# ---- branch_predictor_flat ----
$ cat config.mk
export PLATFORM = sky130hd
export DESIGN_NAME = branch_predictor_flat
export DESIGN_NICKNAME = d
export VERILOG_FILES = /design/src/rtl/branch_predictor_pkg.sv /design/src/rtl/branch_predictor_if.sv /design/src/rtl/branch_predictor_sat_counter2.sv /design/src/rtl/branch_predictor.sv /design/src/flat_wrapper.sv
export SDC_FILE = /design/constraint.sdc
export NUM_CORES = 1
export LEC_CHECK = 0
export CORE_MARGIN = 2
export CORE_UTILIZATION = 55
export CTS_CLUSTER_SIZE = 16
export DETAILED_ROUTE_END_ITERATION = 6
export PLACE_DENSITY = 0.71
export SYNTH_ARGS = -nofsm -noshare
export SYNTH_HDL_FRONTEND = slang
export SYNTH_HIERARCHICAL = 1
export SYNTH_SLANG_ARGS = --single-unit
$ cat constraint.sdc
create_clock -name clk -period 6.4 [get_ports clk]
set_input_delay 0.64 -clock clk [delete_from_list [all_inputs] [get_ports clk]]
set_output_delay 0.64 -clock clk [all_outputs]
set_load 0.02 [all_outputs]
$ cat src/rtl/branch_predictor_pkg.sv
// Shared constants for the branch predictor: address width and the 2-bit
// direction counter encodings.
package branch_predictor_pkg;

    localparam int BP_ADDR_WIDTH = 16;

    localparam logic [1:0] BP_SNT      = 2'b00;  // strong not-taken
    localparam logic [1:0] BP_WNT      = 2'b01;  // weak not-taken
    localparam logic [1:0] BP_WT       = 2'b10;  // weak taken
    localparam logic [1:0] BP_ST       = 2'b11;  // strong taken
    localparam logic [1:0] BP_CTR_INIT = BP_WNT;

endpackage

$ cat src/rtl/branch_predictor_if.sv
// Fetch lookup, execute-stage training and performance counter signals of the
// branch predictor. The slave modport is the predictor itself.
interface branch_predictor_if
    import branch_predictor_pkg::*;
#(
    parameter int ADDR_WIDTH = BP_ADDR_WIDTH
);
    logic [ADDR_WIDTH-1:0] pc;
    logic                  take_branch;
    logic [ADDR_WIDTH-1:0] branch_predict;
    logic                  hit;

    logic                  update_valid;
    logic [ADDR_WIDTH-1:0] update_pc;
    logic                  update_taken;
    logic [ADDR_WIDTH-1:0] update_target;
    logic                  update_mispredict;

    logic [15:0]           branch_count;
    logic [15:0]           mispredict_count;

    modport slave (
        input  pc,
        output take_branch, branch_predict, hit,
        input  update_valid, update_pc, update_taken, update_target, update_mispredict,
        output branch_count, mispredict_count
    );

    modport master (
        output pc,
        input  take_branch, branch_predict, hit,
        output update_valid, update_pc, update_taken, update_target, update_mispredict,
        input  branch_count, mispredict_count
    );
endinterface

$ cat src/rtl/branch_predictor_sat_counter2.sv
// Next-state logic of a 2-bit saturating up/down direction counter.
module sat_counter2
    import branch_predictor_pkg::*;
(
    input  logic [1:0] i_ctr,
    input  logic       i_taken,
    output logic [1:0] o_ctr_next
);

    // Step toward strong taken / strong not-taken, holding at either end.
    always_comb begin
        o_ctr_next = i_ctr;
        if (i_taken) begin
            if (i_ctr != BP_ST) o_ctr_next = i_ctr + 2'd1;
        end else begin
            if (i_ctr != BP_SNT) o_ctr_next = i_ctr - 2'd1;
        end
    end

endmodule

$ cat src/rtl/branch_predictor.sv
// Direct-mapped BTB with 2-bit direction counters. Lookup is combinational on
// the fetch pc; training from execute is written at the clock edge, so a
// same-cycle lookup of the trained index sees the old contents.
module branch_predictor
    import branch_predictor_pkg::*;
#(
    parameter int ADDR_WIDTH = BP_ADDR_WIDTH,
    parameter int ENTRIES    = 16,
    parameter int IDX_BITS   = $clog2(ENTRIES)
) (
    input  logic                   clk,
    input  logic                   reset,
    branch_predictor_if.slave      bp
);

    localparam int TAG_W = ADDR_WIDTH - IDX_BITS - 1;

    // Per-field register arrays so every entry clears on the async reset.
    logic [ENTRIES-1:0]    r_valid;
    logic [TAG_W-1:0]      r_tag    [ENTRIES];
    logic [ADDR_WIDTH-1:0] r_target [ENTRIES];
    logic [1:0]            r_ctr    [ENTRIES];

    logic [15:0]           r_branch_count;
    logic [15:0]           r_mispredict_count;

    logic [IDX_BITS-1:0]   w_lk_idx;
    logic [TAG_W-1:0]      w_lk_tag;
    logic                  w_lk_hit;
    logic                  w_lk_take;

    logic [IDX_BITS-1:0]   w_up_idx;
    logic [TAG_W-1:0]      w_up_tag;
    logic                  w_up_hit;
    logic [1:0]            w_ctr_next;

    // pc[0] is always zero for 2-byte aligned instructions, so skip it.
    assign w_lk_idx = bp.pc[IDX_BITS:1];
    assign w_lk_tag = bp.pc[ADDR_WIDTH-1:IDX_BITS+1];
    assign w_up_idx = bp.update_pc[IDX_BITS:1];
    assign w_up_tag = bp.update_pc[ADDR_WIDTH-1:IDX_BITS+1];

    // Fetch-side lookup from the stored table state.
    always_comb begin
        w_lk_hit  = r_valid[w_lk_idx] && (r_tag[w_lk_idx] == w_lk_tag);
        w_lk_take = w_lk_hit && r_ctr[w_lk_idx][1];
    end

    assign bp.hit            = w_lk_hit;
    assign bp.take_branch    = w_lk_take;
    assign bp.branch_predict = w_lk_take ? r_target[w_lk_idx] : '0;

    assign w_up_hit = r_valid[w_up_idx] && (r_tag[w_up_idx] == w_up_tag);

    sat_counter2 u_sat_counter2 (
        .i_ctr      (r_ctr[w_up_idx]),
        .i_taken    (bp.update_taken),
        .o_ctr_next (w_ctr_next)
    );

    // Table training: adjust on hit, allocate on a taken miss, ignore a not-taken miss.
    always_ff @(posedge clk or negedge reset) begin
        if (!reset) begin
            r_valid <= '0;
            for (int i = 0; i < ENTRIES; i++) begin
                r_tag[i]    <= '0;
                r_target[i] <= '0;
                r_ctr[i]    <= BP_CTR_INIT;
            end
        end else if (bp.update_valid) begin
            if (w_up_hit) begin
                r_ctr[w_up_idx] <= w_ctr_next;
                if (bp.update_taken) r_target[w_up_idx] <= bp.update_target;
            end else if (bp.update_taken) begin
                r_valid[w_up_idx]  <= 1'b1;
                r_tag[w_up_idx]    <= w_up_tag;
                r_target[w_up_idx] <= bp.update_target;
                r_ctr[w_up_idx]    <= BP_WT;
            end
        end
    end

    // Saturating counts of resolved branches and mispredictions.
    always_ff @(posedge clk or negedge reset) begin
        if (!reset) begin
            r_branch_count     <= '0;
            r_mispredict_count <= '0;
        end else if (bp.update_valid) begin
            if (r_branch_count != 16'hFFFF) r_branch_count <= r_branch_count + 16'd1;
            if (bp.update_mispredict && (r_mispredict_count != 16'hFFFF))
                r_mispredict_count <= r_mispredict_count + 16'd1;
        end
    end

    assign bp.branch_count     = r_branch_count;
    assign bp.mispredict_count = r_mispredict_count;

endmodule

$ cat src/flat_wrapper.sv
// flat-port wrapper written by rule: the top's interface ports become plain ports
module branch_predictor_flat import branch_predictor_pkg::*;
#(
    parameter int ADDR_WIDTH = BP_ADDR_WIDTH,
    parameter int ENTRIES    = 16,
    parameter int IDX_BITS   = $clog2(ENTRIES)
)
  (clk, reset, bp_pc, bp_take_branch, bp_branch_predict, bp_hit, bp_update_valid, bp_update_pc, bp_update_taken, bp_update_target, bp_update_mispredict, bp_branch_count, bp_mispredict_count);
  branch_predictor_if #(.ADDR_WIDTH(ADDR_WIDTH)) bp_i ();
  input  logic clk;
  input  logic reset;
  input wire logic [$bits(bp_i.pc)-1:0] bp_pc;
  output wire logic [$bits(bp_i.take_branch)-1:0] bp_take_branch;
  output wire logic [$bits(bp_i.branch_predict)-1:0] bp_branch_predict;
  output wire logic [$bits(bp_i.hit)-1:0] bp_hit;
  input wire logic [$bits(bp_i.update_valid)-1:0] bp_update_valid;
  input wire logic [$bits(bp_i.update_pc)-1:0] bp_update_pc;
  input wire logic [$bits(bp_i.update_taken)-1:0] bp_update_taken;
  input wire logic [$bits(bp_i.update_target)-1:0] bp_update_target;
  input wire logic [$bits(bp_i.update_mispredict)-1:0] bp_update_mispredict;
  output wire logic [$bits(bp_i.branch_count)-1:0] bp_branch_count;
  output wire logic [$bits(bp_i.mispredict_count)-1:0] bp_mispredict_count;
  assign bp_i.pc = bp_pc;
  assign bp_take_branch = bp_i.take_branch;
  assign bp_branch_predict = bp_i.branch_predict;
  assign bp_hit = bp_i.hit;
  assign bp_i.update_valid = bp_update_valid;
  assign bp_i.update_pc = bp_update_pc;
  assign bp_i.update_taken = bp_update_taken;
  assign bp_i.update_target = bp_update_target;
  assign bp_i.update_mispredict = bp_update_mispredict;
  assign bp_branch_count = bp_i.branch_count;
  assign bp_mispredict_count = bp_i.mispredict_count;
  branch_predictor #(.ADDR_WIDTH(ADDR_WIDTH), .ENTRIES(ENTRIES), .IDX_BITS(IDX_BITS)) u_core (.clk(clk), .reset(reset), .bp(bp_i));
endmodule
# ---- hu_dma_copy_engine ----
### src/rtl/hu_dma_copy_engine.sv
// DMA copy engine: chunked read requests feed a small FIFO that drains to matching write requests,
// with optional per-beat byte reversal. One start per conf_done rising edge; acc_done pulses at the end.
module hu_dma_copy_engine #(
    parameter int DMA_WIDTH  = 64,
    parameter int FIFO_DEPTH = 16,
    parameter int MAX_BURST  = 16
) (
    input  logic                 clk,
    input  logic                 rst,
    input  logic [31:0]          conf_info_src_offset,
    input  logic [31:0]          conf_info_dst_offset,
    input  logic [31:0]          conf_info_len,
    input  logic [31:0]          conf_info_mode,
    input  logic                 conf_done,
    output logic                 acc_done,
    output logic [31:0]          debug,
    output logic                 dma_read_ctrl_valid,
    input  logic                 dma_read_ctrl_ready,
    output logic [31:0]          dma_read_ctrl_data_index,
    output logic [31:0]          dma_read_ctrl_data_length,
    output logic [2:0]           dma_read_ctrl_data_size,
    input  logic                 dma_read_chnl_valid,
    output logic                 dma_read_chnl_ready,
    input  logic [DMA_WIDTH-1:0] dma_read_chnl_data,
    output logic                 dma_write_ctrl_valid,
    input  logic                 dma_write_ctrl_ready,
    output logic [31:0]          dma_write_ctrl_data_index,
    output logic [31:0]          dma_write_ctrl_data_length,
    output logic [2:0]           dma_write_ctrl_data_size,
    output logic                 dma_write_chnl_valid,
    input  logic                 dma_write_chnl_ready,
    output logic [DMA_WIDTH-1:0] dma_write_chnl_data
);

    localparam int          AW      = $clog2(FIFO_DEPTH);
    localparam int          NBYTES  = DMA_WIDTH / 8;
    localparam logic [31:0] BURST   = 32'(MAX_BURST);
    localparam logic [2:0]  SIZE    = (DMA_WIDTH == 64) ? 3'b011 : 3'b010;
    localparam logic [AW:0] PTR_ONE = (AW+1)'(1);

    typedef enum logic [3:0] {
        IDLE   = 4'd0,
        RD_REQ = 4'd1,
        WR_REQ = 4'd2,
        XFER   = 4'd3,
        DONE   = 4'd4
    } state_t;

    state_t               r_state;
    logic                 r_conf_done;
    logic                 r_acc_done;
    logic                 r_rev;
    logic [31:0]          r_src;
    logic [31:0]          r_dst;
    logic [31:0]          r_remain;
    logic [31:0]          r_issued;
    logic [31:0]          r_clen;
    logic [31:0]          r_rd_cnt;
    logic [31:0]          r_wr_cnt;
    logic [27:0]          r_chunks;
    logic [AW:0]          r_wptr;
    logic [AW:0]          r_rptr;
    logic [DMA_WIDTH-1:0] r_mem [FIFO_DEPTH];

    logic                 w_start;
    logic                 w_full;
    logic                 w_empty;
    logic                 w_rd_rdy;
    logic                 w_wr_vld;
    logic                 w_push;
    logic                 w_pop;
    logic                 w_last;
    logic [31:0]          w_left;
    logic [DMA_WIDTH-1:0] w_head;
    logic [DMA_WIDTH-1:0] w_rev;

    function automatic logic [31:0] f_clen(input logic [31:0] rem);
        return (rem < BURST) ? rem : BURST;
    endfunction

    assign w_start  = conf_done && !r_conf_done && (r_state == IDLE);
    // Pointers carry one extra wrap bit so full and empty are distinguishable.
    assign w_full   = (r_wptr[AW] != r_rptr[AW]) && (r_wptr[AW-1:0] == r_rptr[AW-1:0]);
    assign w_empty  = (r_wptr == r_rptr);
    assign w_rd_rdy = (r_state == XFER) && !w_full && (r_rd_cnt < r_clen);
    assign w_wr_vld = (r_state == XFER) && !w_empty && (r_wr_cnt < r_clen);
    assign w_push   = w_rd_rdy && dma_read_chnl_valid;
    assign w_pop    = w_wr_vld && dma_write_chnl_ready;
    assign w_last   = w_pop && (r_wr_cnt == r_clen - 32'd1);
    assign w_left   = r_remain - r_clen;
    assign w_head   = r_mem[r_rptr[AW-1:0]];

    always_comb begin
        w_rev = '0;
        for (int i = 0; i < NBYTES; i++)
            w_rev[8*i +: 8] = w_head[DMA_WIDTH-8-8*i +: 8];
    end

    always_ff @(posedge clk) begin
        if (w_push)
            r_mem[r_wptr[AW-1:0]] <= dma_read_chnl_data;
    end

    always_ff @(posedge clk) begin
        if (rst) begin
            r_state     <= IDLE;
            r_conf_done <= 1'b0;
            r_acc_done  <= 1'b0;
            r_rev       <= 1'b0;
            r_src       <= '0;
            r_dst       <= '0;
            r_remain    <= '0;
            r_issued    <= '0;
            r_clen      <= '0;
            r_rd_cnt    <= '0;
            r_wr_cnt    <= '0;
            r_chunks    <= '0;
            r_wptr      <= '0;
            r_rptr      <= '0;
        end else begin
            r_conf_done <= conf_done;
            r_acc_done  <= (r_state == DONE);
            if (w_push) begin
                r_wptr   <= r_wptr + PTR_ONE;
                r_rd_cnt <= r_rd_cnt + 32'd1;
            end
            if (w_pop) begin
                r_rptr   <= r_rptr + PTR_ONE;
                r_wr_cnt <= r_wr_cnt + 32'd1;
            end
            case (r_state)
                IDLE: if (w_start) begin
                    r_src    <= conf_info_src_offset;
                    r_dst    <= conf_info_dst_offset;
                    r_rev    <= conf_info_mode[0];
                    r_remain <= conf_info_len;
                    r_clen   <= f_clen(conf_info_len);
                    r_issued <= '0;
                    r_chunks <= '0;
                    r_rd_cnt <= '0;
                    r_wr_cnt <= '0;
                    r_state  <= (conf_info_len == 32'd0) ? DONE : RD_REQ;
                end
                RD_REQ: if (dma_read_ctrl_ready) r_state <= WR_REQ;
                WR_REQ: if (dma_write_ctrl_ready) r_state <= XFER;
                XFER: if (w_last) begin
                    // All reads of the chunk have landed by now, so clearing both counters is safe.
                    r_remain <= w_left;
                    r_issued <= r_issued + r_clen;
                    r_clen   <= f_clen(w_left);
                    r_rd_cnt <= '0;
                    r_wr_cnt <= '0;
                    if (r_chunks != '1) r_chunks <= r_chunks + 28'd1;
                    r_state  <= (w_left != 32'd0) ? RD_REQ : DONE;
                end
                DONE:    r_state <= IDLE;
                default: r_state <= IDLE;
            endcase
        end
    end

    assign acc_done                   = !rst && r_acc_done;
    assign debug                      = rst ? 32'd0 : {4'(r_state), r_chunks};
    assign dma_read_ctrl_valid        = !rst && (r_state == RD_REQ);
    assign dma_read_ctrl_data_index   = rst ? 32'd0 : r_src + r_issued;
    assign dma_read_ctrl_data_length  = rst ? 32'd0 : r_clen;
    assign dma_read_ctrl_data_size    = rst ? 3'd0 : SIZE;
    assign dma_read_chnl_ready        = !rst && w_rd_rdy;
    assign dma_write_ctrl_valid       = !rst && (r_state == WR_REQ);
    assign dma_write_ctrl_data_index  = rst ? 32'd0 : r_dst + r_issued;
    assign dma_write_ctrl_data_length = rst ? 32'd0 : r_clen;
    assign dma_write_ctrl_data_size   = rst ? 3'd0 : SIZE;
    assign dma_write_chnl_valid       = !rst && w_wr_vld;
    assign dma_write_chnl_data        = rst ? '0 : (r_rev ? w_rev : w_head);

endmodule
### config.mk
export PLATFORM = sky130hd
export DESIGN_NAME = hu_dma_copy_engine
export DESIGN_NICKNAME = d
export VERILOG_FILES = /design/src/rtl/hu_dma_copy_engine.sv
export SDC_FILE = /design/constraint.sdc
export NUM_CORES = 2
export LEC_CHECK = 0
export ABC_AREA = 1
export CAP_MARGIN = 20
export CORE_MARGIN = 4
export CORE_UTILIZATION = 50
export CTS_CLUSTER_DIAMETER = 120
export DETAILED_ROUTE_END_ITERATION = 10
export GPL_ROUTABILITY_DRIVEN = 0
export PLACE_DENSITY = 0.68
export SETUP_SLACK_MARGIN = 0.15
export SLEW_MARGIN = 20
export SYNTH_ARGS = -nofsm -noshare
export SYNTH_HDL_FRONTEND = slang
export SYNTH_SLANG_ARGS = --single-unit
### constraint.sdc
create_clock -name clk -period 7.45 [get_ports clk]
set_clock_uncertainty 0.15 [all_clocks]
set_input_delay 1.8625 -clock clk [delete_from_list [all_inputs] [get_ports clk]]
set_output_delay 1.8625 -clock clk [all_outputs]
set_load 0.005 [all_outputs]
### Signal wires by layer, branch_predictor_flat

Two of the layers only.
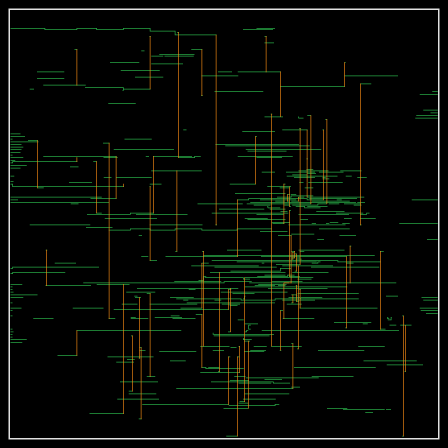
Key: M4 = orange [wire length 2060 um]; M3 = green [wire length 5280 um]

==> changes_impl.md, branch_predictor_flat <==
## Implementation

- Status: finished clean
- Max Cap Violations: 0
- Syn_nets: 1812
- WP buf/inv: 4
- Initial antenna violation count: 6
- Met2 routed wirelength: 30700 um
- Root Driver: clkbuf_16
- Final Skew: 19.8 ps
- Post-layout min period: 4980 ps
- DIE WIDTH: 221 um
- Final instance area: between 20000 and 30000 um^2
- Number of I/O port buffers: approximately 100
- Biggest regs: u_core/r_target: 256 flops, u_core/r_tag: 176 flops, u_core/r_ctr: 32 flops
- Htree depth: 2
- Init Core Util: 55.5%
- Worst Setup EP: bp_branch_predict[11]
- Simple share: 4.85%
- Pwr top: sequential cells
- Final #Nets: 1863
- Synthesized area: 25800 um^2
- Top Usage Layer GRT: met2
- Hold crit path type: in -> async
- Place WS: 1240 ps
-- branch_predictor_flat: cell type report --
type	count	area, um^2	area share (%)
Clock inverter	17	218	0.748
Clock buffer	77	1570	5.39
Tap cell	607	759	2.61
Multi-Input combinational cell	1078	12300	42.1
Inverter	13	48.8	0.168
Sequential cell	512	12800	44.1
Timing Repair Buffer	149	1430	4.90
Antenna cell	1	2.50	0.00860
### Routed clock nets over the placement, hu_dma_copy_engine

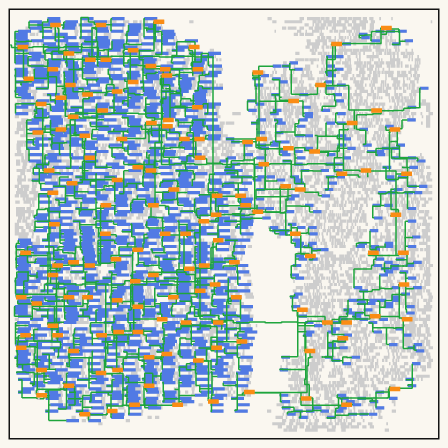
Key: clock-net drivers = orange [count 139]; flip-flops = blue [count 1296]; clock wires = green [length 15300 um]
There are 140 routed clock nets.

### Cell classes on the final placement, hu_dma_copy_engine

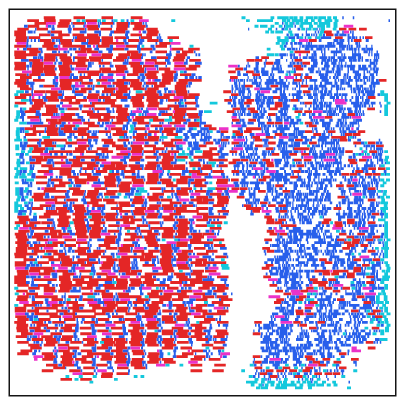
Key: clock drivers and dummy loads = magenta [cells 250]; remaining buffers and delay cells = cyan [cells 470]; remaining logic cells = blue [cells 5021]; registers = red [cells 1296]

==> changes_impl.md, hu_dma_copy_engine <==
## Implementation

- Register-to-register setup slack: 2480 ps
- Setup bufs post-CTS: 0
- Met3 routed WL: 15900 um
- I/O Pins: about 430
- Setup TNS: 0 ps
- Vias per Instance: 5.78
- Final #Nets: 7327
- CP startpoint: r_issued[1]
- Status: finished clean
- Final WS setup: 1270 ps
- Area share of the largest cell type after synthesis: 47.5%
- Kind of critical path: reg -> out
- Pwr Total: 0.0200 W
- Htree depth: 4
- Fmax: 0.162 GHz
- Vias in the first global route: ~47000
- Yosys xor share: 2.14%
-- hu_dma_copy_engine: cell type report --
| class | count | area, um^2 | share of cell area, % |
|---|---|---|---|
| flip-flops and latches | 1296 | 36200 | 48.4 |
| multi-input cells | 4377 | 24700 | 33.0 |
| clock buffers | 179 | 3750 | 5.01 |
| repair buffers | 470 | 4770 | 6.37 |
| clock inverters | 71 | 773 | 1.03 |
| well taps | 1729 | 2160 | 2.89 |
| diodes | 9 | 22.5 | 0.0301 |
| inverters | 644 | 2430 | 3.25 |

==> gallery <==
Track usage over the die.
picture 1
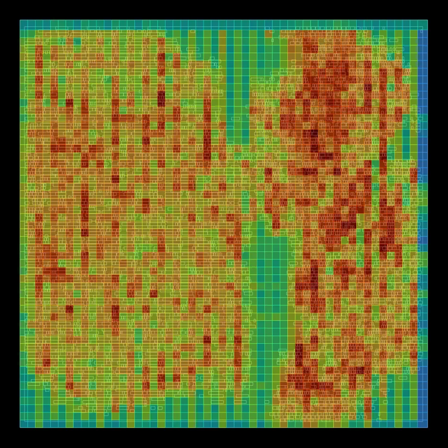
picture 2
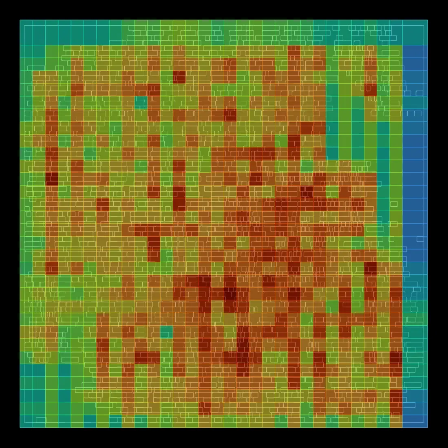
- most wire per cell: picture 2
picture 2: branch_predictor_flat
picture 1: hu_dma_copy_engine


# ---- register_file ----
### Ports around the boundary, register_file

Pins as bars across the die edge, other pins in gray.
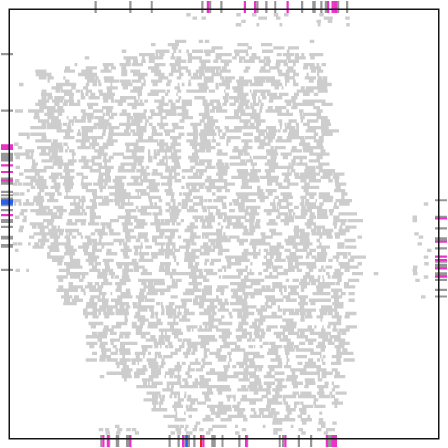
### Routed clock nets over the placement, register_file

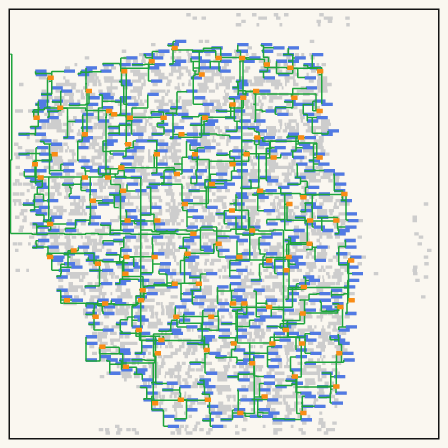
<file path="src/rtl/register_file.sv">
// Multi-register storage with one byte-lane-masked write port and two registered
// read ports; same-edge write-to-read bypass and per-register "written since clear" flags.
module register_file #(
  parameter int WIDTH = 32,
  parameter int DEPTH = 16,
  parameter bit ZERO_REG = 1'b1,
  localparam int AW = $clog2(DEPTH),
  localparam int NB = WIDTH / 8
) (
  input  logic             clk,
  input  logic             clr,
  input  logic             we,
  input  logic [AW-1:0]    waddr,
  input  logic [NB-1:0]    wbe,
  input  logic [WIDTH-1:0] wdata,
  input  logic             re_a,
  input  logic [AW-1:0]    raddr_a,
  output logic [WIDTH-1:0] rdata_a,
  output logic             rvalid_a,
  output logic             rinit_a,
  input  logic             re_b,
  input  logic [AW-1:0]    raddr_b,
  output logic [WIDTH-1:0] rdata_b,
  output logic             rvalid_b,
  output logic             rinit_b
);

  logic [WIDTH-1:0] mem [DEPTH];
  logic [DEPTH-1:0] init_q;

  logic             wr_ok;
  logic [WIDTH-1:0] wr_old;
  logic [WIDTH-1:0] wr_merged;

  // Port 0 is A, port 1 is B; both ports share one piece of read logic.
  logic [1:0]       re_v;
  logic [AW-1:0]    raddr_v [2];
  logic [WIDTH-1:0] rd_next [2];
  logic [1:0]       ri_next;
  logic [WIDTH-1:0] rdata_q [2];
  logic [1:0]       rvalid_q;
  logic [1:0]       rinit_q;

  function automatic logic is_legal(input logic [AW-1:0] a);
    return int'(a) < DEPTH;
  endfunction

  function automatic logic is_zero_reg(input logic [AW-1:0] a);
    return ZERO_REG && (a == '0);
  endfunction

  function automatic logic [WIDTH-1:0] merge_lanes(input logic [WIDTH-1:0] old_word,
                                                   input logic [WIDTH-1:0] new_word,
                                                   input logic [NB-1:0]    be);
    logic [WIDTH-1:0] res;
    res = old_word;
    for (int i = 0; i < NB; i++) begin
      if (be[i]) res[8*i +: 8] = new_word[8*i +: 8];
    end
    return res;
  endfunction

  assign re_v       = {re_b, re_a};
  assign raddr_v[0] = raddr_a;
  assign raddr_v[1] = raddr_b;

  // Writes to out-of-range addresses or to a hard-wired zero register are dropped.
  assign wr_ok     = we && is_legal(waddr) && !is_zero_reg(waddr);
  assign wr_old    = is_legal(waddr) ? mem[waddr] : '0;
  assign wr_merged = merge_lanes(wr_old, wdata, wbe);

  // NOTE: every variable written here gets a default first so no latch is inferred.
  always_comb begin
    for (int p = 0; p < 2; p++) begin
      rd_next[p] = '0;
      ri_next[p] = 1'b0;
      if (is_legal(raddr_v[p])) begin
        if (is_zero_reg(raddr_v[p])) begin
          ri_next[p] = 1'b1;
        end else if (wr_ok && (raddr_v[p] == waddr)) begin
          rd_next[p] = wr_merged;
          ri_next[p] = 1'b1;
        end else begin
          rd_next[p] = mem[raddr_v[p]];
          ri_next[p] = init_q[raddr_v[p]];
        end
      end
    end
  end

  // NOTE: the storage array is reset on purpose -- a clear must make every register read 0.
  always_ff @(posedge clk or posedge clr) begin
    if (clr) begin
      for (int i = 0; i < DEPTH; i++) mem[i] <= '0;
      init_q <= '0;
    end else if (wr_ok) begin
      // NOTE: non-blocking assignments keep reads on this edge seeing pre-write state.
      mem[waddr]    <= wr_merged;
      init_q[waddr] <= 1'b1;
    end
  end

  always_ff @(posedge clk or posedge clr) begin
    if (clr) begin
      rdata_q[0] <= '0;
      rdata_q[1] <= '0;
      rvalid_q   <= '0;
      rinit_q    <= '0;
    end else begin
      rvalid_q <= re_v;
      for (int p = 0; p < 2; p++) begin
        if (re_v[p]) begin
          rdata_q[p] <= rd_next[p];
          rinit_q[p] <= ri_next[p];
        end
      end
    end
  end

  assign rdata_a  = rdata_q[0];
  assign rvalid_a = rvalid_q[0];
  assign rinit_a  = rinit_q[0];
  assign rdata_b  = rdata_q[1];
  assign rvalid_b = rvalid_q[1];
  assign rinit_b  = rinit_q[1];

endmodule

</file>
<file path="config.mk">
export PLATFORM = sky130hd
export DESIGN_NAME = register_file
export DESIGN_NICKNAME = d
export VERILOG_FILES = /design/src/rtl/register_file.sv
export SDC_FILE = /design/constraint.sdc
export NUM_CORES = 2
export LEC_CHECK = 0
export CORE_MARGIN = 2
export CORE_UTILIZATION = 30
export CTS_BUF_LIST = sky130_fd_sc_hd__clkbuf_2 sky130_fd_sc_hd__clkbuf_4 sky130_fd_sc_hd__clkbuf_8
export CTS_CLUSTER_SIZE = 14
export DETAILED_ROUTE_END_ITERATION = 10
export PLACE_DENSITY = 0.54
export SYNTH_ARGS = -nofsm -noshare
export SYNTH_HDL_FRONTEND = slang
export SYNTH_SLANG_ARGS = --single-unit
</file>
<file path="constraint.sdc">
create_clock -name clk -period 24 [get_ports clk]
set_clock_uncertainty 0.1 [all_clocks]
set_input_delay 6 -clock clk [delete_from_list [all_inputs] [get_ports clk]]
set_output_delay 6 -clock clk [all_outputs]
set_load 0.05 [all_outputs]
</file>
==> changes_impl.md <==
## Implementation

- Yosys adder share: 0%
- Hold slack final: 319 ps
- Flop area: 14900 um^2
- Share of post-route cells with drive strength above 1: 41.6%
- Util after Layout: between 30% and 40%
- Status: finished clean
- Core area: 120000 um^2
- Number of enable flip-flop cells: 0
- Hold crit path type: reg -> reg
- FP Rows: 127
- Final non-clock buffer share: 4.11%
- Met3 usage: 3.88%
- Worst skew pair latency: 760 ps
- Vias in the first global route: 25000
- Ys flops: 595
- Drt wl/cell: 28.7 um
Notes on 'Ports around the boundary' of register_file above:
Key: `waddr` = blue [pins 4, direction input, edge 3 left, 1 bottom]; `rdata_a` = magenta [pins 32, direction output, edge 11 bottom, 8 top, 7 left, 6 right]; `rinit_a` = red [pins 1, direction output, edge bottom]
All pins by edge: 40 bottom, 33 left, 28 top, 20 right.

Notes on 'Routed clock nets over the placement' of register_file above:
Key: clock wires = green [length 9650 um]; clock-net drivers = orange [count 107]; flip-flops = blue [count 595]
There are 108 routed clock nets.

## registers in the layout (all words and copies together) (netlist names)
signal,flops
init_q,15
mem,512
rdata_a,32
rdata_b,32
rinit_q,2
rvalid_q,2
## kinds of logic (layout without fill, tap and decap cells)
kind of cell    count (synthesis)  count (layout)
mux                          1021            1021
xor+xnor                        8               8
buf+inv                       299             362
simple gates                  334             334
other cells                     0               1
compound gates                354             354
flops                         595             595
## worst max-delay path, stage by stage
cell and delay (ps):
buf_4 570, buf_4 610, nand3_1 1040, o22ai_1 540
nor4_2 90, a21oi_2 630, mux2_2 290

Power is estimated from default activity; no workload was simulated.
